# ---- sleep_cycle_controller_flat ----
Fig. 1: sleep_cycle_controller_flat, logic cells by family
(8 px per µm)
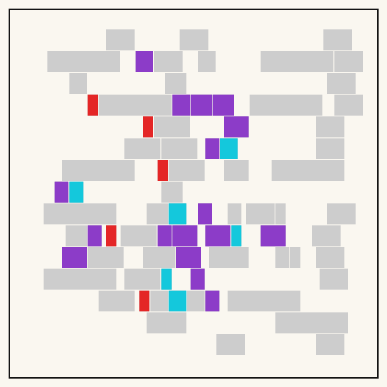

$ cat config.mk
export PLATFORM = sky130hd
export DESIGN_NAME = sleep_cycle_controller_flat
export DESIGN_NICKNAME = d
export VERILOG_FILES = /design/src/rtl/mimosa_pkg.sv /design/src/rtl/sleep_cycle_controller_if.sv /design/src/rtl/sat_tick_counter.sv /design/src/rtl/sleep_cycle_controller.sv /design/src/flat_wrapper.sv
export SDC_FILE = /design/constraint.sdc
export NUM_CORES = 1
export LEC_CHECK = 0
export ABC_CLOCK_PERIOD_IN_PS = 3220
export CELL_PAD_IN_SITES_DETAIL_PLACEMENT = 0
export CELL_PAD_IN_SITES_GLOBAL_PLACEMENT = 1
export CORE_MARGIN = 1.5
export CORE_UTILIZATION = 34
export DETAILED_ROUTE_END_ITERATION = 16
export PLACE_DENSITY_LB_ADDON = 0.15
export SETUP_SLACK_MARGIN = 0.4
export SYNTH_ARGS = -nofsm -noshare
export SYNTH_HDL_FRONTEND = slang
export SYNTH_SLANG_ARGS = --single-unit
$ cat constraint.sdc
create_clock -name clk -period 3.22 [get_ports clk]
set_clock_uncertainty 0.1 [all_clocks]
set_input_delay 0.966 -clock clk [delete_from_list [all_inputs] [get_ports clk]]
set_output_delay 0.966 -clock clk [all_outputs]
set_load 0.01 [all_outputs]
$ cat src/rtl/mimosa_pkg.sv
// Shared mimosa definitions: physical-state encoding, default sleep/wake thresholds
// reused by the mood controller, and a small elaboration-time helper.
package mimosa_pkg;

    typedef enum logic [1:0] {
        ST_AWAKE  = 2'd0,
        ST_DROWSY = 2'd1,
        ST_ASLEEP = 2'd2,
        ST_WAKING = 2'd3
    } state_e;

    localparam int DEF_IND_W          = 4;
    localparam int DEF_SLEEP_EN_TH    = 4;
    localparam int DEF_WAKE_EN_TH     = 12;
    localparam int DEF_STRESS_WAKE_TH = 8;
    localparam int DEF_DROWSY_TICKS   = 3;
    localparam int DEF_MIN_SLEEP      = 5;

    function automatic int max_int(input int a, input int b);
        return (a > b) ? a : b;
    endfunction

endpackage

$ cat src/rtl/sleep_cycle_controller_if.sv
// Indicator inputs and enable/status outputs of the sleep cycle controller,
// grouped so the trackers (master) and the controller (slave) share one bundle.
interface sleep_cycle_controller_if #(
    parameter int IND_W = mimosa_pkg::DEF_IND_W
);
    logic             tick;
    logic [IND_W-1:0] energy_indicator;
    logic [IND_W-1:0] stress_indicator;
    logic             force_wake;
    logic [1:0]       state_o;
    logic             asleep;
    logic             fell_asleep;
    logic             woke_up;
    logic             rude_wake;
    logic             en_inc;
    logic             en_dec;
    logic             st_dec;
    logic             pl_inc;

    modport master (
        output tick, energy_indicator, stress_indicator, force_wake,
        input  state_o, asleep, fell_asleep, woke_up, rude_wake,
               en_inc, en_dec, st_dec, pl_inc
    );

    modport slave (
        input  tick, energy_indicator, stress_indicator, force_wake,
        output state_o, asleep, fell_asleep, woke_up, rude_wake,
               en_inc, en_dec, st_dec, pl_inc
    );
endinterface

$ cat src/rtl/sat_tick_counter.sv
// Saturating up-counter advanced only when enabled; clear has priority over increment.
module sat_tick_counter #(
    parameter int W     = 3,
    parameter int LIMIT = 5
) (
    input  logic         clk,
    input  logic         rst_n,
    input  logic         en,
    input  logic         clr,
    input  logic         inc,
    output logic [W-1:0] value,
    output logic         at_limit
);
    localparam logic [W-1:0] LIMIT_V = W'(LIMIT);

    logic [W-1:0] value_r;

    // Count register: clear or saturating increment on enabled cycles
    always_ff @(posedge clk or negedge rst_n) begin
        if (!rst_n) begin
            value_r <= {W{1'b0}};
        end else if (en) begin
            if (clr) begin
                value_r <= {W{1'b0}};
            end else if (inc && (value_r != LIMIT_V)) begin
                value_r <= value_r + W'(1);
            end
        end
    end

    assign value    = value_r;
    assign at_limit = (value_r == LIMIT_V);
endmodule

$ cat src/rtl/sleep_cycle_controller.sv
// Mimosa sleep/wake state machine: AWAKE -> DROWSY -> ASLEEP -> WAKING, evaluated on tick,
// with hysteresis thresholds, minimum sleep length and registered enables/pulses.
module sleep_cycle_controller
    import mimosa_pkg::*;
#(
    parameter int IND_W          = DEF_IND_W,
    parameter int SLEEP_EN_TH    = DEF_SLEEP_EN_TH,
    parameter int WAKE_EN_TH     = DEF_WAKE_EN_TH,
    parameter int STRESS_WAKE_TH = DEF_STRESS_WAKE_TH,
    parameter int DROWSY_TICKS   = DEF_DROWSY_TICKS,
    parameter int MIN_SLEEP      = DEF_MIN_SLEEP
) (
    input logic                    clk,
    input logic                    rst_n,
    sleep_cycle_controller_if.slave bus
);
    localparam int CNT_MAX = max_int(DROWSY_TICKS, MIN_SLEEP);
    localparam int CNT_W   = $clog2(CNT_MAX + 1);

    localparam logic [CNT_W-1:0] DROWSY_LAST = CNT_W'(DROWSY_TICKS - 1);
    localparam logic [CNT_W-1:0] MIN_CNT     = CNT_W'(MIN_SLEEP);
    localparam logic [CNT_W-1:0] MIN_LAST    = CNT_W'(MIN_SLEEP - 1);

    if (WAKE_EN_TH <= SLEEP_EN_TH) begin : g_bad_thresholds
        $fatal(1, "WAKE_EN_TH must be greater than SLEEP_EN_TH");
    end
    if ((DROWSY_TICKS < 1) || (MIN_SLEEP < 1)) begin : g_bad_durations
        $fatal(1, "DROWSY_TICKS and MIN_SLEEP must be at least 1");
    end

    state_e           state_r;
    state_e           state_nxt_s;
    logic [CNT_W-1:0] cnt_s;
    logic             cnt_at_limit_s;
    logic             cnt_clr_s;
    logic             cnt_inc_s;
    logic             fell_s;
    logic             woke_s;
    logic             rude_s;
    logic [31:0]      energy_w_s;
    logic [31:0]      stress_w_s;
    logic             tired_s;
    logic             alarm_s;
    logic             wake_ok_s;

    logic asleep_r, fell_r, woke_r, rude_r, en_inc_r, en_dec_r, st_dec_r, pl_inc_r;

    sat_tick_counter #(
        .W     (CNT_W),
        .LIMIT (CNT_MAX)
    ) u_cnt (
        .clk      (clk),
        .rst_n    (rst_n),
        .en       (bus.tick),
        .clr      (cnt_clr_s),
        .inc      (cnt_inc_s),
        .value    (cnt_s),
        .at_limit (cnt_at_limit_s)
    );

    assign energy_w_s = 32'(bus.energy_indicator);
    assign stress_w_s = 32'(bus.stress_indicator);
    assign tired_s    = (energy_w_s < 32'(SLEEP_EN_TH)) && (stress_w_s < 32'(STRESS_WAKE_TH));
    assign alarm_s    = (stress_w_s >= 32'(STRESS_WAKE_TH)) || bus.force_wake;
    assign wake_ok_s  = (energy_w_s >= 32'(WAKE_EN_TH));

    // Next-state, counter control and pulse qualification for the current tick
    always_comb begin
        state_nxt_s = state_r;
        cnt_clr_s   = 1'b0;
        cnt_inc_s   = 1'b0;
        fell_s      = 1'b0;
        woke_s      = 1'b0;
        rude_s      = 1'b0;
        if (bus.tick) begin
            case (state_r)
                ST_AWAKE: begin
                    if (tired_s) begin
                        state_nxt_s = ST_DROWSY;
                        cnt_clr_s   = 1'b1;
                    end else begin
                        state_nxt_s = ST_AWAKE;
                    end
                end
                ST_DROWSY: begin
                    if (!tired_s) begin
                        state_nxt_s = ST_AWAKE;
                        cnt_clr_s   = 1'b1;
                    end else if ((cnt_s == DROWSY_LAST) || cnt_at_limit_s) begin
                        state_nxt_s = ST_ASLEEP;
                        cnt_clr_s   = 1'b1;
                        fell_s      = 1'b1;
                    end else begin
                        cnt_inc_s   = 1'b1;
                    end
                end
                // cnt_s >= MIN_LAST means the post-increment count has reached MIN_SLEEP
                ST_ASLEEP: begin
                    cnt_inc_s = (cnt_s < MIN_CNT);
                    if (alarm_s) begin
                        state_nxt_s = ST_WAKING;
                        woke_s      = 1'b1;
                        rude_s      = (cnt_s < MIN_LAST);
                    end else if (wake_ok_s && (cnt_s >= MIN_LAST)) begin
                        state_nxt_s = ST_WAKING;
                        woke_s      = 1'b1;
                    end else begin
                        state_nxt_s = ST_ASLEEP;
                    end
                end
                ST_WAKING: begin
                    state_nxt_s = ST_AWAKE;
                    cnt_clr_s   = 1'b1;
                end
                default: begin
                    state_nxt_s = ST_AWAKE;
                    cnt_clr_s   = 1'b1;
                end
            endcase
        end else begin
            state_nxt_s = state_r;
        end
    end

    // State register and outputs decoded from the next state
    always_ff @(posedge clk or negedge rst_n) begin
        if (!rst_n) begin
            state_r  <= ST_AWAKE;
            asleep_r <= 1'b0;
            fell_r   <= 1'b0;
            woke_r   <= 1'b0;
            rude_r   <= 1'b0;
            en_inc_r <= 1'b0;
            en_dec_r <= 1'b0;
            st_dec_r <= 1'b0;
            pl_inc_r <= 1'b0;
        end else begin
            state_r <= state_nxt_s;
            fell_r  <= fell_s;
            woke_r  <= woke_s;
            rude_r  <= rude_s;
            case (state_nxt_s)
                ST_AWAKE: begin
                    asleep_r <= 1'b0;
                    en_inc_r <= 1'b0;
                    en_dec_r <= 1'b1;
                    st_dec_r <= 1'b0;
                    pl_inc_r <= 1'b0;
                end
                ST_ASLEEP: begin
                    asleep_r <= 1'b1;
                    en_inc_r <= 1'b1;
                    en_dec_r <= 1'b0;
                    st_dec_r <= 1'b1;
                    pl_inc_r <= 1'b1;
                end
                default: begin
                    asleep_r <= 1'b0;
                    en_inc_r <= 1'b0;
                    en_dec_r <= 1'b0;
                    st_dec_r <= 1'b0;
                    pl_inc_r <= 1'b0;
                end
            endcase
        end
    end

    assign bus.state_o     = state_r;
    assign bus.asleep      = asleep_r;
    assign bus.fell_asleep = fell_r;
    assign bus.woke_up     = woke_r;
    assign bus.rude_wake   = rude_r;
    assign bus.en_inc      = en_inc_r;
    assign bus.en_dec      = en_dec_r;
    assign bus.st_dec      = st_dec_r;
    assign bus.pl_inc      = pl_inc_r;
endmodule

$ cat src/flat_wrapper.sv
// flat-port wrapper written by rule: the top's interface ports become plain ports
module sleep_cycle_controller_flat import mimosa_pkg::*;
#(
    parameter int IND_W          = DEF_IND_W,
    parameter int SLEEP_EN_TH    = DEF_SLEEP_EN_TH,
    parameter int WAKE_EN_TH     = DEF_WAKE_EN_TH,
    parameter int STRESS_WAKE_TH = DEF_STRESS_WAKE_TH,
    parameter int DROWSY_TICKS   = DEF_DROWSY_TICKS,
    parameter int MIN_SLEEP      = DEF_MIN_SLEEP
)
  (clk, rst_n, bus_tick, bus_energy_indicator, bus_stress_indicator, bus_force_wake, bus_state_o, bus_asleep, bus_fell_asleep, bus_woke_up, bus_rude_wake, bus_en_inc, bus_en_dec, bus_st_dec, bus_pl_inc);
  sleep_cycle_controller_if #(.IND_W(IND_W)) bus_i ();
  input logic clk;
  input logic rst_n;
  input wire logic [$bits(bus_i.tick)-1:0] bus_tick;
  input wire logic [$bits(bus_i.energy_indicator)-1:0] bus_energy_indicator;
  input wire logic [$bits(bus_i.stress_indicator)-1:0] bus_stress_indicator;
  input wire logic [$bits(bus_i.force_wake)-1:0] bus_force_wake;
  output wire logic [$bits(bus_i.state_o)-1:0] bus_state_o;
  output wire logic [$bits(bus_i.asleep)-1:0] bus_asleep;
  output wire logic [$bits(bus_i.fell_asleep)-1:0] bus_fell_asleep;
  output wire logic [$bits(bus_i.woke_up)-1:0] bus_woke_up;
  output wire logic [$bits(bus_i.rude_wake)-1:0] bus_rude_wake;
  output wire logic [$bits(bus_i.en_inc)-1:0] bus_en_inc;
  output wire logic [$bits(bus_i.en_dec)-1:0] bus_en_dec;
  output wire logic [$bits(bus_i.st_dec)-1:0] bus_st_dec;
  output wire logic [$bits(bus_i.pl_inc)-1:0] bus_pl_inc;
  assign bus_i.tick = bus_tick;
  assign bus_i.energy_indicator = bus_energy_indicator;
  assign bus_i.stress_indicator = bus_stress_indicator;
  assign bus_i.force_wake = bus_force_wake;
  assign bus_state_o = bus_i.state_o;
  assign bus_asleep = bus_i.asleep;
  assign bus_fell_asleep = bus_i.fell_asleep;
  assign bus_woke_up = bus_i.woke_up;
  assign bus_rude_wake = bus_i.rude_wake;
  assign bus_en_inc = bus_i.en_inc;
  assign bus_en_dec = bus_i.en_dec;
  assign bus_st_dec = bus_i.st_dec;
  assign bus_pl_inc = bus_i.pl_inc;
  sleep_cycle_controller #(.IND_W(IND_W), .SLEEP_EN_TH(SLEEP_EN_TH), .WAKE_EN_TH(WAKE_EN_TH), .STRESS_WAKE_TH(STRESS_WAKE_TH), .DROWSY_TICKS(DROWSY_TICKS), .MIN_SLEEP(MIN_SLEEP)) u_core (.clk(clk), .rst_n(rst_n), .bus(bus_i));
endmodule
# ---- mesh_shuffle_sequencer ----
## src/rtl/mesh_shuffle_sequencer.sv

```systemverilog
// Valve/pump sequencer for an N_IN-input, DEPTH-stage diffusion-mixer mesh shuffle.
// A run loads the selected inlets, then mixes from stage DEPTH-1 down to 0, then drains; abort flushes.
module mesh_shuffle_sequencer #(
  parameter int N_IN         = 2,
  parameter int DEPTH        = 2,
  parameter int LOAD_CYCLES  = 3,
  parameter int MIX_CYCLES   = 4,
  parameter int DRAIN_CYCLES = 2,
  parameter int CNT_W        = 16
) (
  input  logic                       clk,
  input  logic                       rst_n,
  input  logic                       start,
  input  logic                       abort,
  input  logic [N_IN-1:0]            in_mask,
  output logic [N_IN-1:0]            inlet_valve,
  output logic [DEPTH-1:0]           stage_en,
  output logic [N_IN-1:0]            outlet_valve,
  output logic [$clog2(DEPTH):0]     stage_idx,
  output logic                       busy,
  output logic                       done,
  output logic                       aborted,
  output logic                       err
);

  localparam int IW = (N_IN > 1) ? $clog2(N_IN) : 1;
  localparam int SW = $clog2(DEPTH) + 1;

  localparam logic [CNT_W-1:0] LOAD_LAST  = CNT_W'(LOAD_CYCLES - 1);
  localparam logic [CNT_W-1:0] MIX_LAST   = CNT_W'(MIX_CYCLES - 1);
  localparam logic [CNT_W-1:0] DRAIN_LAST = CNT_W'(DRAIN_CYCLES - 1);

  typedef enum logic [2:0] {
    S_IDLE,
    S_LOAD,
    S_MIX,
    S_DRAIN,
    S_FLUSH
  } state_t;

  state_t            r_state;
  logic [CNT_W-1:0]  r_cnt;
  logic [N_IN-1:0]   r_mask;
  logic [IW-1:0]     r_idx;
  logic [N_IN-1:0]   r_inlet;
  logic [DEPTH-1:0]  r_stage_en;
  logic [N_IN-1:0]   r_outlet;
  logic [SW-1:0]     r_stage_idx;
  logic              r_busy;
  logic              r_done;
  logic              r_aborted;
  logic              r_err;

  logic [N_IN-1:0]   w_above;
  logic              w_more;
  logic [IW-1:0]     w_next_idx;
  logic [IW-1:0]     w_start_idx;
  logic              w_cnt_last;

  // Index of the lowest set bit; callers only use it when the vector is non-zero.
  function automatic logic [IW-1:0] lowest_idx(input logic [N_IN-1:0] v);
    lowest_idx = '0;
    for (int i = N_IN - 1; i >= 0; i--) begin
      if (v[i]) lowest_idx = IW'(i);
    end
  endfunction

  // Mask bits still waiting to be loaded: set bits strictly above the current inlet.
  genvar gi;
  generate
    for (gi = 0; gi < N_IN; gi++) begin : g_above
      assign w_above[gi] = r_mask[gi] & (r_idx < IW'(gi));
    end
  endgenerate

  assign w_more      = |w_above;
  assign w_next_idx  = lowest_idx(w_above);
  assign w_start_idx = lowest_idx(in_mask);

  always_comb begin
    w_cnt_last = 1'b0;
    case (r_state)
      S_LOAD:           w_cnt_last = (r_cnt == LOAD_LAST);
      S_MIX:            w_cnt_last = (r_cnt == MIX_LAST);
      S_DRAIN, S_FLUSH: w_cnt_last = (r_cnt == DRAIN_LAST);
      default:          w_cnt_last = 1'b0;
    endcase
  end

  always_ff @(posedge clk or negedge rst_n) begin
    if (!rst_n) begin
      r_state     <= S_IDLE;
      r_cnt       <= '0;
      r_mask      <= '0;
      r_idx       <= '0;
      r_inlet     <= '0;
      r_stage_en  <= '0;
      r_outlet    <= '0;
      r_stage_idx <= '0;
      r_busy      <= 1'b0;
      r_done      <= 1'b0;
      r_aborted   <= 1'b0;
      r_err       <= 1'b0;
    end else begin
      r_done    <= 1'b0;
      r_aborted <= 1'b0;
      r_err     <= 1'b0;
      case (r_state)
        S_IDLE: begin
          if (start) begin
            if (|in_mask) begin
              r_mask  <= in_mask;
              r_idx   <= w_start_idx;
              r_inlet <= N_IN'(1) << w_start_idx;
              r_busy  <= 1'b1;
              r_cnt   <= '0;
              r_state <= S_LOAD;
            end else begin
              r_err <= 1'b1;
            end
          end
        end

        S_LOAD, S_MIX, S_DRAIN: begin
          if (abort) begin
            // Close everything upstream and open every outlet to empty the mesh.
            r_inlet     <= '0;
            r_stage_en  <= '0;
            r_stage_idx <= '0;
            r_outlet    <= '1;
            r_cnt       <= '0;
            r_state     <= S_FLUSH;
          end else if (!w_cnt_last) begin
            r_cnt <= r_cnt + 1'b1;
          end else begin
            r_cnt <= '0;
            case (r_state)
              S_LOAD: begin
                if (w_more) begin
                  r_idx   <= w_next_idx;
                  r_inlet <= N_IN'(1) << w_next_idx;
                end else begin
                  r_inlet     <= '0;
                  r_stage_en  <= DEPTH'(1) << (DEPTH - 1);
                  r_stage_idx <= SW'(DEPTH - 1);
                  r_state     <= S_MIX;
                end
              end
              S_MIX: begin
                if (r_stage_idx == '0) begin
                  r_stage_en <= '0;
                  r_outlet   <= r_mask;
                  r_state    <= S_DRAIN;
                end else begin
                  r_stage_en  <= r_stage_en >> 1;
                  r_stage_idx <= r_stage_idx - 1'b1;
                end
              end
              default: begin
                r_outlet <= '0;
                r_busy   <= 1'b0;
                r_done   <= 1'b1;
                r_state  <= S_IDLE;
              end
            endcase
          end
        end

        S_FLUSH: begin
          if (w_cnt_last) begin
            r_outlet  <= '0;
            r_busy    <= 1'b0;
            r_aborted <= 1'b1;
            r_cnt     <= '0;
            r_state   <= S_IDLE;
          end else begin
            r_cnt <= r_cnt + 1'b1;
          end
        end

        default: begin
          r_state <= S_IDLE;
        end
      endcase
    end
  end

  assign inlet_valve  = r_inlet;
  assign stage_en     = r_stage_en;
  assign outlet_valve = r_outlet;
  assign stage_idx    = r_stage_idx;
  assign busy         = r_busy;
  assign done         = r_done;
  assign aborted      = r_aborted;
  assign err          = r_err;

endmodule

```

## config.mk

```make
export PLATFORM = sky130hd
export DESIGN_NAME = mesh_shuffle_sequencer
export DESIGN_NICKNAME = d
export VERILOG_FILES = /design/src/rtl/mesh_shuffle_sequencer.sv
export SDC_FILE = /design/constraint.sdc
export NUM_CORES = 1
export LEC_CHECK = 0
export CAP_MARGIN = 20
export CORE_MARGIN = 1
export CORE_UTILIZATION = 57
export DETAILED_ROUTE_END_ITERATION = 16
export MAX_ROUTING_LAYER = met4
export PLACE_DENSITY = 0.89
export SETUP_SLACK_MARGIN = 0.3
export SLEW_MARGIN = 10
export SYNTH_ARGS = -nofsm -noshare
export SYNTH_HDL_FRONTEND = slang
export SYNTH_SLANG_ARGS = --single-unit
```

## constraint.sdc

```tcl
create_clock -name clk -period 2.5 [get_ports clk]
set_input_delay 0.625 -clock clk [delete_from_list [all_inputs] [get_ports clk]]
set_output_delay 0.625 -clock clk [all_outputs]
set_load 0.01 [all_outputs]
```

# ---- reg_write_arbiter ----
$ cat config.mk
export PLATFORM = sky130hd
export DESIGN_NAME = reg_write_arbiter
export DESIGN_NICKNAME = d
export VERILOG_FILES = /design/src/rtl/reg_write_arbiter.sv
export SDC_FILE = /design/constraint.sdc
export NUM_CORES = 1
export LEC_CHECK = 0
export ABC_AREA = 1
export CELL_PAD_IN_SITES_DETAIL_PLACEMENT = 0
export CELL_PAD_IN_SITES_GLOBAL_PLACEMENT = 1
export CORE_MARGIN = 2
export CORE_UTILIZATION = 28
export DETAILED_ROUTE_END_ITERATION = 8
export GPL_TIMING_DRIVEN = 0
export PLACE_DENSITY = 0.93
export SETUP_SLACK_MARGIN = 0.2
export SLEW_MARGIN = 10
export SYNTH_ARGS = -nofsm -noshare
export SYNTH_HDL_FRONTEND = slang
export SYNTH_SLANG_ARGS = --single-unit
$ cat constraint.sdc
create_clock -name sysclk -period 2.7 [get_ports sysclk]
set_input_delay 0.54 -clock sysclk [delete_from_list [all_inputs] [get_ports sysclk]]
set_output_delay 0.54 -clock sysclk [all_outputs]
set_load 0.05 [all_outputs]
$ cat src/rtl/reg_write_arbiter.sv
// Request/grant arbiter for the shared register write bus: three masters, fixed priority,
// hold-until-release grant, stall watchdog and drop/timeout status.
module reg_write_arbiter #(
  parameter int unsigned TIMEOUT_CYCLES = 4096,
  parameter int unsigned CNT_W          = 13
) (
  input  logic        sysclk,
  input  logic        reset,
  input  logic [2:0]  req,
  output logic [2:0]  gnt,
  input  logic [2:0]  m_wen,
  input  logic [2:0]  m_blk_wen,
  input  logic [2:0]  m_blk_wstart,
  input  logic [47:0] m_waddr,
  input  logic [95:0] m_wdata,
  output logic        reg_wen,
  output logic        blk_wen,
  output logic        blk_wstart,
  output logic [15:0] reg_waddr,
  output logic [31:0] reg_wdata,
  input  logic        status_clr,
  output logic [31:0] status
);

  localparam int unsigned ADDR_W = 16;
  localparam int unsigned DATA_W = 32;
  localparam logic [1:0]  OWNER_NONE = 2'b11;

  typedef enum logic [1:0] {IDLE = 2'd0, GRANT = 2'd1, RELEASE = 2'd2} state_t;

  state_t              state, state_nxt;
  logic [1:0]          owner, owner_nxt;
  logic [2:0]          gnt_nxt;
  logic [CNT_W-1:0]    wd_cnt, wd_nxt;
  logic [2:0]          blocked, blocked_nxt;
  logic [2:0]          timeout_err, terr_nxt;
  logic [7:0]          drop_count, drop_nxt;
  logic                reg_wen_nxt, blk_wen_nxt, blk_wstart_nxt;
  logic [ADDR_W-1:0]   waddr_nxt;
  logic [DATA_W-1:0]   wdata_nxt;

  logic                sel_req, sel_wen, sel_blk_wen, sel_blk_wstart, sel_strobe;
  logic [ADDR_W-1:0]   sel_addr;
  logic [DATA_W-1:0]   sel_data;
  logic [2:0]          eligible, any_strobe, gnt_active;
  logic                drop;

  // Current owner's request, strobes and payload
  always_comb begin
    sel_req        = 1'b0;
    sel_wen        = 1'b0;
    sel_blk_wen    = 1'b0;
    sel_blk_wstart = 1'b0;
    sel_addr       = '0;
    sel_data       = '0;
    for (int i = 0; i < 3; i++) begin
      if (owner == 2'(i)) begin
        sel_req        = req[i];
        sel_wen        = m_wen[i];
        sel_blk_wen    = m_blk_wen[i];
        sel_blk_wstart = m_blk_wstart[i];
        sel_addr       = m_waddr[ADDR_W*i +: ADDR_W];
        sel_data       = m_wdata[DATA_W*i +: DATA_W];
      end
    end
  end

  assign sel_strobe = sel_wen | sel_blk_wen | sel_blk_wstart;
  assign eligible   = req & ~blocked;
  assign any_strobe = m_wen | m_blk_wen | m_blk_wstart;
  assign gnt_active = (state == GRANT) ? gnt : 3'b000;
  assign drop       = |(any_strobe & ~gnt_active);

  // Next-state, bus forwarding and status bookkeeping
  always_comb begin
    state_nxt      = state;
    owner_nxt      = owner;
    gnt_nxt        = gnt;
    wd_nxt         = wd_cnt;
    blocked_nxt    = blocked & req;
    terr_nxt       = timeout_err;
    drop_nxt       = drop_count;
    reg_wen_nxt    = 1'b0;
    blk_wen_nxt    = 1'b0;
    blk_wstart_nxt = 1'b0;
    waddr_nxt      = reg_waddr;
    wdata_nxt      = reg_wdata;

    case (state)
      IDLE: begin
        wd_nxt = '0;
        if (eligible[1]) begin
          state_nxt = GRANT; owner_nxt = 2'd1; gnt_nxt = 3'b010;
        end else if (eligible[0]) begin
          state_nxt = GRANT; owner_nxt = 2'd0; gnt_nxt = 3'b001;
        end else if (eligible[2]) begin
          state_nxt = GRANT; owner_nxt = 2'd2; gnt_nxt = 3'b100;
        end
      end
      GRANT: begin
        reg_wen_nxt    = sel_wen;
        blk_wen_nxt    = sel_blk_wen;
        blk_wstart_nxt = sel_blk_wstart;
        if (sel_strobe) begin
          waddr_nxt = sel_addr;
          wdata_nxt = sel_data;
        end
        wd_nxt = sel_strobe ? '0 : wd_cnt + CNT_W'(1);
        if (!sel_req) begin
          state_nxt = RELEASE; owner_nxt = OWNER_NONE; gnt_nxt = 3'b000; wd_nxt = '0;
        end else if (!sel_strobe && (wd_cnt + CNT_W'(1)) == CNT_W'(TIMEOUT_CYCLES)) begin
          // Stalled owner: flag it and lock it out until it drops req
          terr_nxt    = timeout_err | gnt;
          blocked_nxt = blocked_nxt | gnt;
          state_nxt   = RELEASE; owner_nxt = OWNER_NONE; gnt_nxt = 3'b000; wd_nxt = '0;
        end
      end
      RELEASE: begin
        state_nxt = IDLE;
        owner_nxt = OWNER_NONE;
        gnt_nxt   = 3'b000;
        wd_nxt    = '0;
      end
      default: begin
        state_nxt = IDLE;
        owner_nxt = OWNER_NONE;
        gnt_nxt   = 3'b000;
      end
    endcase

    if (status_clr) begin
      drop_nxt = '0;
      terr_nxt = '0;
    end else if (drop && drop_count != 8'hFF) begin
      drop_nxt = drop_count + 8'd1;
    end
  end

  always_ff @(posedge sysclk) begin
    if (reset) begin
      state       <= IDLE;
      owner       <= OWNER_NONE;
      gnt         <= '0;
      wd_cnt      <= '0;
      blocked     <= '0;
      timeout_err <= '0;
      drop_count  <= '0;
      reg_wen     <= 1'b0;
      blk_wen     <= 1'b0;
      blk_wstart  <= 1'b0;
      reg_waddr   <= '0;
      reg_wdata   <= '0;
    end else begin
      state       <= state_nxt;
      owner       <= owner_nxt;
      gnt         <= gnt_nxt;
      wd_cnt      <= wd_nxt;
      blocked     <= blocked_nxt;
      timeout_err <= terr_nxt;
      drop_count  <= drop_nxt;
      reg_wen     <= reg_wen_nxt;
      blk_wen     <= blk_wen_nxt;
      blk_wstart  <= blk_wstart_nxt;
      reg_waddr   <= waddr_nxt;
      reg_wdata   <= wdata_nxt;
    end
  end

  assign status = {16'd0, drop_count, 1'b0, timeout_err, state, owner};

endmodule

# ---- matrix_row_loader ----
==> config.mk <==
export PLATFORM = sky130hd
export DESIGN_NAME = matrix_row_loader
export DESIGN_NICKNAME = d
export VERILOG_FILES = /design/src/rtl/matrix_row_loader.sv
export SDC_FILE = /design/constraint.sdc
export NUM_CORES = 1
export LEC_CHECK = 0
export ABC_AREA = 0
export CAP_MARGIN = 40
export CORE_ASPECT_RATIO = 0.8
export CORE_MARGIN = 2
export CORE_UTILIZATION = 50
export CTS_CLUSTER_SIZE = 10
export DETAILED_ROUTE_END_ITERATION = 10
export DONT_BUFFER_PORTS = 1
export PLACE_DENSITY = 0.62
export SLEW_MARGIN = 20
export SYNTH_ARGS = -nofsm -noshare
export SYNTH_HDL_FRONTEND = slang
export SYNTH_SLANG_ARGS = --single-unit
==> constraint.sdc <==
create_clock -name clk -period 5.75 [get_ports clk]
set_input_delay 1.15 -clock clk [delete_from_list [all_inputs] [get_ports clk]]
set_output_delay 1.15 -clock clk [all_outputs]
set_load 0.05 [all_outputs]
==> src/rtl/matrix_row_loader.sv <==
// matrix_row_loader: packs a word-serial stream into size-word rows and writes them into matrix_storage.
// Optional feature: define MATRIX_LOADER_STATUS_EN to add the rows_written counter output.
module matrix_row_loader #(
    parameter int size      = 3,
    parameter int data_size = 16,
    parameter int max_layer = 5
) (
    input  logic                      clk,
    input  logic                      reset,
    input  logic                      start,
    input  logic [31:0]               base_layer,
    input  logic [31:0]               num_layers,
    input  logic [data_size-1:0]      in_data,
    input  logic                      in_valid,
    output logic                      in_ready,
    output logic [data_size*size-1:0] write_data,
    output logic [31:0]               write_layer_index,
    output logic [31:0]               write_row_index,
    output logic                      is_write,
    output logic                      busy,
    output logic                      done,
    output logic                      error
`ifdef MATRIX_LOADER_STATUS_EN
    ,
    output logic [31:0]               rows_written
`endif
);
    typedef enum logic [1:0] {IDLE, FILL, WRITE, DONE} state_t;
    state_t                    state_q, state_d;
    logic [31:0]               col_q, col_d, row_q, row_d, layer_q, layer_d, last_q, last_d;
    logic [31:0]               wlayer_q, wlayer_d, wrow_q, wrow_d;
    logic [data_size*size-1:0] buf_q, buf_d, wdata_q, wdata_d;
    logic                      in_ready_q, is_write_q, busy_q, done_q, error_q, error_d;
    logic [32:0]               sum;
    logic                      legal;

    assign sum   = {1'b0, base_layer} + {1'b0, num_layers};
    assign legal = (num_layers != 32'd0) && (sum <= 33'(max_layer));

    // Next state, counters, row buffer and write-port capture; in_ready is high exactly in FILL
    always_comb begin
        state_d  = state_q;
        col_d    = col_q;
        row_d    = row_q;
        layer_d  = layer_q;
        last_d   = last_q;
        buf_d    = buf_q;
        error_d  = error_q;
        wdata_d  = wdata_q;
        wlayer_d = wlayer_q;
        wrow_d   = wrow_q;
        case (state_q)
            IDLE: if (start) begin
                error_d = !legal;
                if (legal) begin
                    col_d   = '0;
                    row_d   = '0;
                    layer_d = base_layer;
                    last_d  = base_layer + num_layers - 32'd1;
                    state_d = FILL;
                end
            end
            FILL: if (in_valid) begin
                buf_d[(size-1-col_q)*data_size +: data_size] = in_data;
                if (col_q == size-1) begin
                    col_d    = '0;
                    wdata_d  = buf_d;
                    wlayer_d = layer_q;
                    wrow_d   = row_q;
                    state_d  = WRITE;
                end else begin
                    col_d = col_q + 32'd1;
                end
            end
            WRITE: if (row_q < size-1) begin
                row_d   = row_q + 32'd1;
                state_d = FILL;
            end else begin
                row_d = '0;
                if (layer_q == last_q) begin
                    state_d = DONE;
                end else begin
                    layer_d = layer_q + 32'd1;
                    state_d = FILL;
                end
            end
            default: state_d = IDLE;
        endcase
    end

    // State and registered outputs; strobes are decoded from the next state so they line up with it
    always_ff @(posedge clk) begin
        if (reset) begin
            state_q    <= IDLE;
            col_q      <= '0;
            row_q      <= '0;
            layer_q    <= '0;
            last_q     <= '0;
            buf_q      <= '0;
            wdata_q    <= '0;
            wlayer_q   <= '0;
            wrow_q     <= '0;
            error_q    <= 1'b0;
            in_ready_q <= 1'b0;
            is_write_q <= 1'b0;
            busy_q     <= 1'b0;
            done_q     <= 1'b0;
        end else begin
            state_q    <= state_d;
            col_q      <= col_d;
            row_q      <= row_d;
            layer_q    <= layer_d;
            last_q     <= last_d;
            buf_q      <= buf_d;
            wdata_q    <= wdata_d;
            wlayer_q   <= wlayer_d;
            wrow_q     <= wrow_d;
            error_q    <= error_d;
            in_ready_q <= state_d == FILL;
            is_write_q <= state_d == WRITE;
            busy_q     <= (state_d == FILL) || (state_d == WRITE);
            done_q     <= state_d == DONE;
        end
    end

    assign in_ready          = in_ready_q;
    assign write_data        = wdata_q;
    assign write_layer_index = wlayer_q;
    assign write_row_index   = wrow_q;
    assign is_write          = is_write_q;
    assign busy              = busy_q;
    assign done              = done_q;
    assign error             = error_q;

`ifdef MATRIX_LOADER_STATUS_EN
    logic [31:0] rows_written_q;

    // Count write strobes across jobs; wraps at 2^32
    always_ff @(posedge clk) begin
        if (reset) rows_written_q <= '0;
        else if (is_write_q) rows_written_q <= rows_written_q + 32'd1;
    end

    assign rows_written = rows_written_q;
`endif
endmodule
Fig. 2: mesh_shuffle_sequencer, logic cells by family
(6 px per µm)
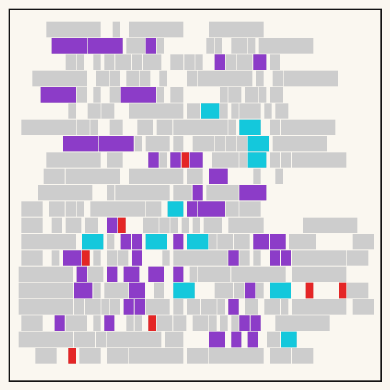
legend:
  cyan:
    family: non-inverting ao/oa cells
    cells: 11
    most_used: a221o_1
  purple:
    family: aoi and oai cells
    cells: 46
    most_used: o21ai_0
  red:
    family: inv cells
    cells: 7
    most_used: inv_1

==> impl_metrics.toml, mesh_shuffle_sequencer <==
# implementation run metrics
[logic_synthesis]
yosysSeqAreaShare = 0.4185
synth.top_cells.by_count = "34 x dfrtp_1, 31 x nand2_1, 21 x nand3_1"
ys_warn_count = 0

[cells_and_area]
logic_gate_count = 173
clkCellAreaFrac = 0.01930
sh_seq_area = 0.3646
final_util = 0.6884

[sta]
finalCritPeriodShare = 0.8320
worst_pin_slew_ns = 0.5068
min_period_ns = 2.080
rsz0062_at_grt = "true"
setup-violations-final = 0

[global_routing]
use_met2 = 0.3779
grt.busiest_layer = "met1"
grt_pass1_wl_um = 7134
grtUsageTotal = 0.2662

[setup_path]
reg2reg_from = "r_state[0]"
cp-endpoint = "r_cnt[11]"
r2r_cells = 5
crit_path_cell_trace = "or3b_1 > nand4b_2 > a21o_2 > nand2_4 > o311ai_2"

[pwr]
p_comb_frac = 0.043
powerClk_mw = 0.280
finalPower_mw = 0.8718

[clock_tree]
clk_pin_slew_worst_paths_ns = 0.10
numCtsBuffers = 5
postCtsSetupBuffers = 0

[min_path]
min_path_type = "reg -> reg"

[floorplanning]
tap_cells = 46

[outcome]
status = "completed"

[route]
via_per_inst = 6.200
[mesh_shuffle_sequencer: state kept, by name, indices dropped and copies added (netlist names)]
name,flops
outlet_valve,2
stage_idx,2
r_cnt,16
r_mask,2
busy,1
err,1
aborted,1
r_state,3
stage_en,2
done,1
r_idx,1
inlet_valve,2
[mesh_shuffle_sequencer: cells by family after synthesis]
| logic type | after synthesis |
|---|---|
| mux | 1 |
| flops | 34 |
| buf+inv | 19 |
| xor+xnor | 2 |
| compound gates | 57 |
| simple gates | 111 |
| fa+ha+maj | 2 |
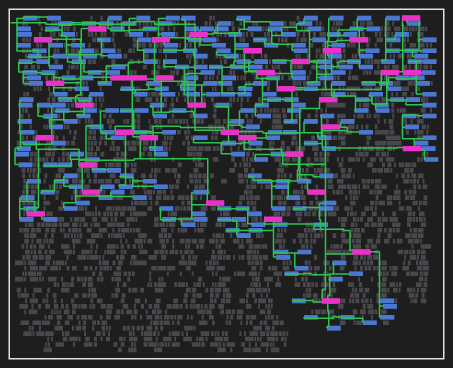
Fig. 3. Clock distribution (matrix_row_loader).
(2 px per µm)
legend:
  magenta:
    item: clock drivers
    count: 36
  blue:
    item: flip-flops
    count: 295
  green:
    item: clock wires
    length: 3720 µm
routed clock nets: 37

==> impl_metrics.toml, matrix_row_loader <==
# implementation run metrics
[outcome]
status = "completed"

[setup_path]
crit_slowest_cell = "a2111oi_0"
crit_start = "base_layer[0]"
cp_num_cells = 17
crit_path_end_kind = "flip-flop"
cp_num_buf_inv = 3

[pwr]
irDropWorstVdd_uv = 195.4
internal-power_mw = 3.429
powerDensity_nw_per_um2 = 236.9
cellLeakagePower_nw = 7.618

[floorplanning]
fp_util = 0.5052
tap_cells = 480

[logic_synthesis]
synth-async-reset-ratio = 0
avgSynthCellArea_um2 = 7.624
synth.area.top_cells = "dfxtp_1 33%, ha_1 6.9%, nand2_1 6.5%, a21oi_1 5.4%, nor2_1 4.3%"
synth_area_um2 = 18070

[route]
drcViolationCount = 0
drt_iter0_drc = 1542

[sta]
finalCritPeriodShare = 0.9024
max_freq_mhz = 192.7

[cells_and_area]
logic_gate_count = 1772
seq_area_um2 = 5906
final_cell_mix = "313 x nand2_1, 295 x dfxtp_1, 206 x nor2_1"
comb_share = 0.5661

[global_routing]
grt_max_degree = 213

[flow_run]
log.warning_count = 63

[placed_design]
placed_area_um2 = 18540
==> matrix_row_loader: per-layer routing <==
metal | vias up | part of all wire | GRT usage
li1 | 8252 | - | -
met1 | 8012 | 0.45 | 0.3944
met2 | 525 | 0.45 | 0.4549
met3 | 95 | 0.066 | 0.05354
met4 | 0 | 0.031 | 0.08733
met5 | - | 0 | 0
==> matrix_row_loader: registers in the layout, summed over array words and instances (netlist names) <==
register and flops:
last_q 32, is_write 1, write_data 48, error 1, col_q 32, done 1, write_row_index 32, buf_q 48
layer_q 32, in_ready 1, busy 1, write_layer_index 32, row_q 32, state_q 2
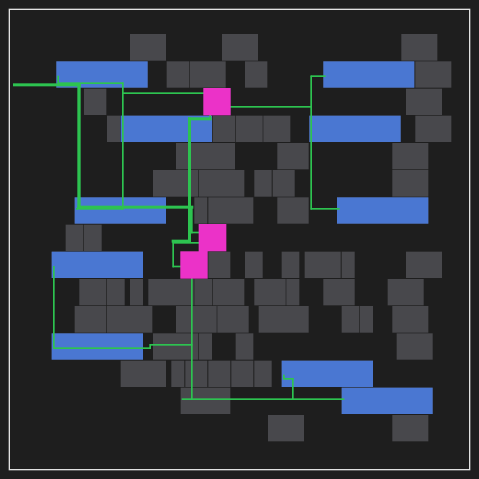
Fig. 4. Clock distribution (sleep_cycle_controller_flat).
(10 px per µm)
legend:
  magenta:
    item: clock drivers
    count: 3
  blue:
    item: flip-flops
    count: 10
  green:
    item: clock wires
    length: 173 µm
routed clock nets: 4
flops lie: spread over the die

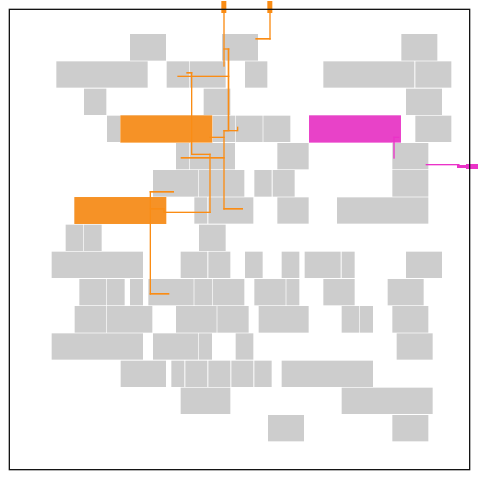
Fig. 5. Port wiring (sleep_cycle_controller_flat).
(10 px per µm)
legend:
  orange:
    port: `bus_state_o`
    bits: 2
    direction: output
    edge: top
    end_cells: 2
    wire: 77.4 µm
  magenta:
    port: `bus_fell_asleep`
    bits: 1
    direction: output
    edge: right
    end_cells: 1
    wire: 6.60 µm

## Picture notes: Fig. 1
legend:
  red:
    family: inv cells
    cells: 5
    most_used: inv_1
  cyan:
    family: nand cells
    cells: 6
  purple:
    family: aoi and oai cells
    cells: 17
    most_used: a21oi_1

==> impl_metrics.toml, sleep_cycle_controller_flat <==
# implementation run metrics
[pwr]
pg_seq_mw = 0.132
powerDensity_nw_per_um2 = 347.3

[logic_synthesis]
top_logic_kind = "AND-OR/OR-AND gates"
top_area_frac = 0.4000
synthesis.nets = 82
xor_share = 0

[cells_and_area]
clkCellAreaFrac = 0.04387
stdcell_area_um2 = 827.0
final_util = 0.4790
layout-drive-gt1-share = 0.07692
buf_share = 0.1936

[route]
drt_iter0_drc = 9
routed_wl_um = 1254

[clock_tree]
clk_pin_slew_worst_paths_ns = 0.07
postCtsSetupBuffers = 0

[setup_path]
cp_num_buf_inv = 1

[outcome]
status = "completed"

[global_routing]
grt_use_met3 = 0.02778
grt_pass1_vias = 432

[floorplanning]
die_w_um = 45.90

[sta]
max_freq_mhz = 378.7
## sleep_cycle_controller_flat: worst paths after layout
kind	cells past startpoint	from	to	slack, ns
setup / recovery	5	bus_energy_indicator[3]	u_core.u_cnt.value[1]	0.58
hold / removal	1	u_core.u_cnt.value[2]	u_core.bus.rude_wake	0.46
setup reg to reg	6	u_core.bus.state_o[1]	u_core.u_cnt.value[1]	1.14
hold reg to reg	1	u_core.u_cnt.value[2]	u_core.bus.rude_wake	0.46
max in group asynchronous	1	rst_n	u_core.u_cnt.value[1]	1.79
min in group asynchronous	1	rst_n	u_core.bus.woke_up	0.91
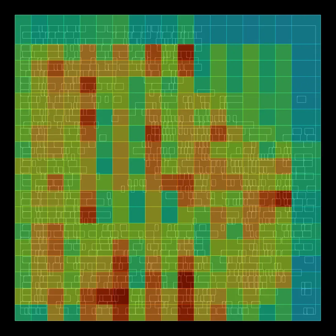
Fig. 6. Track usage over the die (reg_write_arbiter).
grt met1 use: 0.2519
busiest grt layer: met2
met3 usage in global routing: 0.06565
wire per inst: 15.34 µm

==> impl_metrics.toml, reg_write_arbiter <==
# implementation run metrics
[sta]
max_freq_mhz = 444.2

[placed_design]
gp_congestion = 0.8298
place_hpwl_um = 13110
dpl.cell_count = 1093

[cells_and_area]
top_regs = "reg_wdata: 32 flops, reg_waddr: 16 flops, wd_cnt: 13 flops"
comb_share = 0.3173
n_all_inverters = 42
seq_area_um2 = 1702
antenna_cells = 0

[floorplanning]
dieArea_um2 = 16790
num_rows = 45

[logic_synthesis]
adder_share = 0.008499
synth.area.top_cells = "dfxtp_1 39%, nand2_1 19%, a41oi_1 9.1%, o21ai_0 6.0%, buf_4 4.4%"

[route]
dr.pass1.iters = 4

[pwr]
p_switching_mw = 1.594
irDropWorstVdd_uv = 313.8
power_leader = "combinational logic"

[setup_path]
cp_slowest_stage_delay_ns = 0.45

[outcome]
status = "completed"

[min_path]
min-delay-start = "timeout_err[0]"
-- reg_write_arbiter: metal layers --
layer | up-vias | track usage | share of wire
met1 | 2384 | 0.2519 | 0.42
met4 | 0 | 0.06578 | 0.019
met2 | 200 | 0.3415 | 0.48
met5 | - | 0 | 0
met3 | 23 | 0.06565 | 0.079
li1 | 2645 | - | -
-- reg_write_arbiter: cell families (layout without fill, tap and decap cells) --
kind of cell | after synthesis | count (layout)
other | 1 | 17
xor gates and xnor gates | 2 | 2
DFF | 85 | 85
adders and majority gates | 3 | 3
AOI/OAI and AO/OA | 148 | 148
buffers and inverters | 94 | 337
and+or+nand+nor | 306 | 306

# ---- ti_sbox_nibble_seq ----
### src/rtl/ti_sbox_nibble_seq.sv
// ti_sbox_nibble_seq: sequencer for the nibble-serial, multi-stage
// threshold-implementation S-box datapath. It streams NIBBLES indices
// through the pipeline and requests one fresh random word per nibble. The
// whole pipeline freezes for any cycle in which that random word is late.
// Optional build macro: TI_SEQ_PERF_EN adds the stall_cnt_o counter.
module ti_sbox_nibble_seq #(
   parameter int NIBBLES = 16,
   parameter int STAGES  = 2,
   parameter int IDX_W   = 4
) (
   input  logic              clk,
   input  logic              rst,
   input  logic              start_i,
   input  logic              clear_i,
   input  logic              rnd_valid_i,
   output logic              rnd_req_o,
   output logic [IDX_W-1:0]  rd_idx_o,
   output logic [STAGES-1:0] stg_en_o,
   output logic              wr_en_o,
   output logic [IDX_W-1:0]  wr_idx_o,
   output logic              busy_o,
   output logic              done_o
`ifdef TI_SEQ_PERF_EN
   ,
   output logic [15:0]       stall_cnt_o
`endif
);

   localparam logic [IDX_W-1:0] LAST = IDX_W'(NIBBLES - 1);
   localparam logic [IDX_W-1:0] ONE  = IDX_W'(1);

   typedef enum logic [1:0] {IDLE, RUN, DRAIN, DONE} state_t;

   state_t            state, state_nxt;
   logic [STAGES-1:0] vld;     // occupancy of each TI share register stage
   logic              issue;   // a nibble enters stage 0 this cycle
   logic              adv;     // whole pipeline moves one step this cycle

   // State register; reset drops straight to IDLE without a done pulse.
   always_ff @(posedge clk or posedge rst) begin
      if (rst) state <= IDLE;
      else     state <= state_nxt;
   end

   // Next-state logic; clear_i overrides everything, including start_i.
   always_comb begin
      state_nxt = state;
      if (clear_i) begin
         state_nxt = IDLE;
      end else begin
         case (state)
            IDLE:    if (start_i) state_nxt = RUN;
            RUN:     if (issue && rd_idx_o == LAST) state_nxt = DRAIN;
            DRAIN:   if (wr_en_o && wr_idx_o == LAST) state_nxt = DONE;
            DONE:    state_nxt = IDLE;
            default: state_nxt = IDLE;
         endcase
      end
   end

   // Output decode; in RUN a missing random word stalls every stage at once.
   always_comb begin
      rnd_req_o   = (state == RUN);
      issue       = rnd_req_o & rnd_valid_i;
      adv         = (state == RUN) ? issue : (state == DRAIN);
      stg_en_o    = '0;
      stg_en_o[0] = issue;
      for (int k = 1; k < STAGES; k++) begin
         stg_en_o[k] = adv & vld[k-1];
      end
      wr_en_o = adv & vld[STAGES-1];
      busy_o  = (state == RUN) | (state == DRAIN);
      done_o  = (state == DONE);
   end

   // Occupancy shift register and read/write index counters.
   always_ff @(posedge clk or posedge rst) begin
      if (rst) begin
         vld      <= '0;
         rd_idx_o <= '0;
         wr_idx_o <= '0;
      end else if (clear_i) begin
         vld      <= '0;
         rd_idx_o <= '0;
         wr_idx_o <= '0;
      end else begin
         if (adv) begin
            vld[0] <= issue;
            for (int k = 1; k < STAGES; k++) begin
               vld[k] <= vld[k-1];
            end
         end
         if (issue) rd_idx_o <= (rd_idx_o == LAST) ? '0 : rd_idx_o + ONE;
         if (wr_en_o) wr_idx_o <= (wr_idx_o == LAST) ? '0 : wr_idx_o + ONE;
      end
   end

`ifdef TI_SEQ_PERF_EN
   // Saturating count of RUN cycles spent waiting for randomness.
   always_ff @(posedge clk or posedge rst) begin
      if (rst) begin
         stall_cnt_o <= '0;
      end else if (state == IDLE && start_i && !clear_i) begin
         stall_cnt_o <= '0;
      end else if (rnd_req_o && !rnd_valid_i && stall_cnt_o != 16'hFFFF) begin
         stall_cnt_o <= stall_cnt_o + 16'd1;
      end
   end
`endif

endmodule

### config.mk
export PLATFORM = sky130hd
export DESIGN_NAME = ti_sbox_nibble_seq
export DESIGN_NICKNAME = d
export VERILOG_FILES = /design/src/rtl/ti_sbox_nibble_seq.sv
export SDC_FILE = /design/constraint.sdc
export NUM_CORES = 1
export LEC_CHECK = 0
export ABC_AREA = 0
export CELL_PAD_IN_SITES_DETAIL_PLACEMENT = 1
export CELL_PAD_IN_SITES_GLOBAL_PLACEMENT = 2
export CORE_AREA = 2 2 57 59
export DETAILED_ROUTE_END_ITERATION = 12
export DIE_AREA = 0 0 59 61
export PLACE_DENSITY = 0.74
export SYNTH_ARGS = -nofsm -noshare
export SYNTH_HDL_FRONTEND = slang
export SYNTH_SLANG_ARGS = --single-unit
### constraint.sdc
create_clock -name clk -period 1.6 [get_ports clk]
set_input_delay 0.32 -clock clk [delete_from_list [all_inputs] [get_ports clk]]
set_output_delay 0.32 -clock clk [all_outputs]
set_load 0.005 [all_outputs]
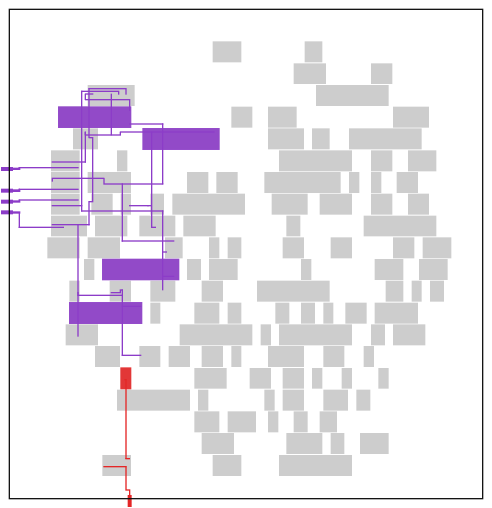
Fig. 7. Port wiring (ti_sbox_nibble_seq).
(8 px per µm)
legend:
  purple:
    port: `wr_idx_o`
    bits: 4
    direction: output
    edge: left
    end_cells: 4
    wire: 234 µm
  red:
    port: `rst`
    bits: 1
    direction: input
    edge: bottom
    end_cells: 1
    wire: 17.2 µm

==> impl_metrics.toml <==
# implementation run metrics
[cells_and_area]
final_cell_mix = "18 x buf_4, 10 x nand2_1, 10 x clkdlybuf4s50_1"
fillerInstances = 345
stdcell_area_um2 = 1195

[sta]
setup-violations-final = 7
min_period_ns = 1.824
fin_ws_ns = -0.2242
fin_tns_setup_ns = -0.8170

[global_routing]
grt_overflow = 0
grt_pass1_vias = 743

[outcome]
status = "finished, violations left"
violations = "negative setup slack"

[logic_synthesis]
edf_count = 0
ys_sh_mux = 0.04904

[clock_tree]
postCtsHoldBufs = 0

[placed_design]
port_buffers = 18

[route]
wl_met2_um = 1018
## layout make-up
type	count	share of cell area
multi-input combinational	54	0.3738
timing repair buffer	39	0.2963
sequential	12	0.2544
tap	33	0.03455
inverter	7	0.02199
clock buffer	3	0.01885
## flip-flops by register name (all words and copies together), names as in the netlist
name,count
rd_idx_o,4
wr_idx_o,4
state,2
vld,2
## power by group
group          switching (mW)  leakage (nW)  internal (mW)  total [mW]
Combinational           0.310         0.414          0.412       0.722
Sequential             0.0423         0.161          0.342       0.384
Clock                  0.0984        0.0138         0.0870       0.185
Total                   0.451         0.589          0.841        1.29


==> notes/layouts.md <==
Pictures saved along the way, in no particular order.

Wire density map.
panel A
(8 px per µm) The die is cut into 9 by 9 equal tiles; white is low, dark blue is high, scaled to the fullest tile. Values are wire area over tile area, all layers added.
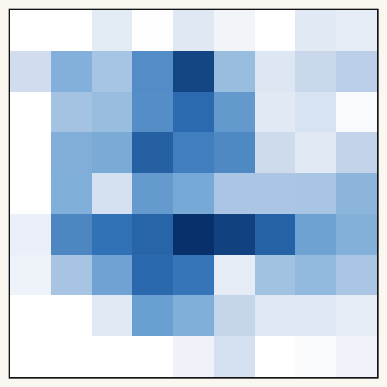
panel B
(6 px per µm) The die is cut into 12 by 12 equal tiles; white is low, dark blue is high, scaled to the fullest tile. Values are wire area over tile area, all layers added.
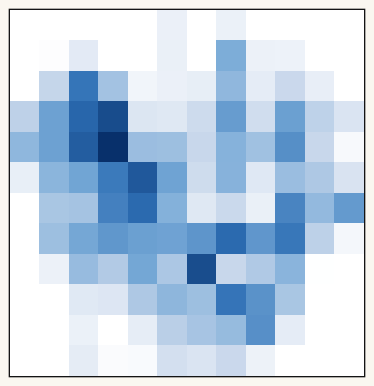
panel C
(6 px per µm) The die is cut into 12 by 12 equal tiles; white is low, dark blue is high, scaled to the fullest tile. Values are wire area over tile area, all layers added.
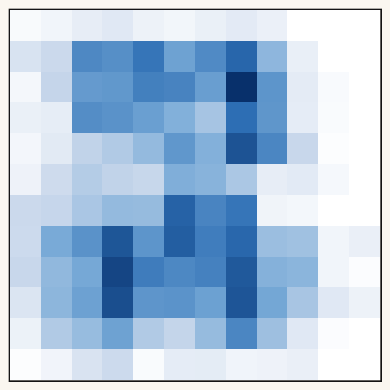
panel D
(3 px per µm) The die is cut into 26 by 26 equal tiles; white is low, dark blue is high, scaled to the fullest tile. Values are wire area over tile area, all layers added.
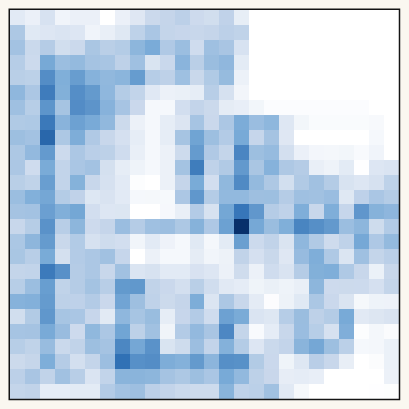
panel E
(1.5 px per µm) The die is cut into 22 by 17 equal tiles; white is low, dark blue is high, scaled to the fullest tile. Values are wire area over tile area, all layers added.
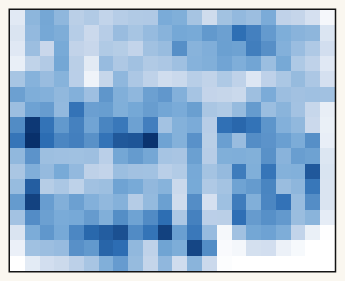
- panel C = mesh_shuffle_sequencer
- panel B = ti_sbox_nibble_seq
- panel A = sleep_cycle_controller_flat
- panel D = reg_write_arbiter
- panel E = matrix_row_loader

Power is estimated from default activity; no workload was simulated.
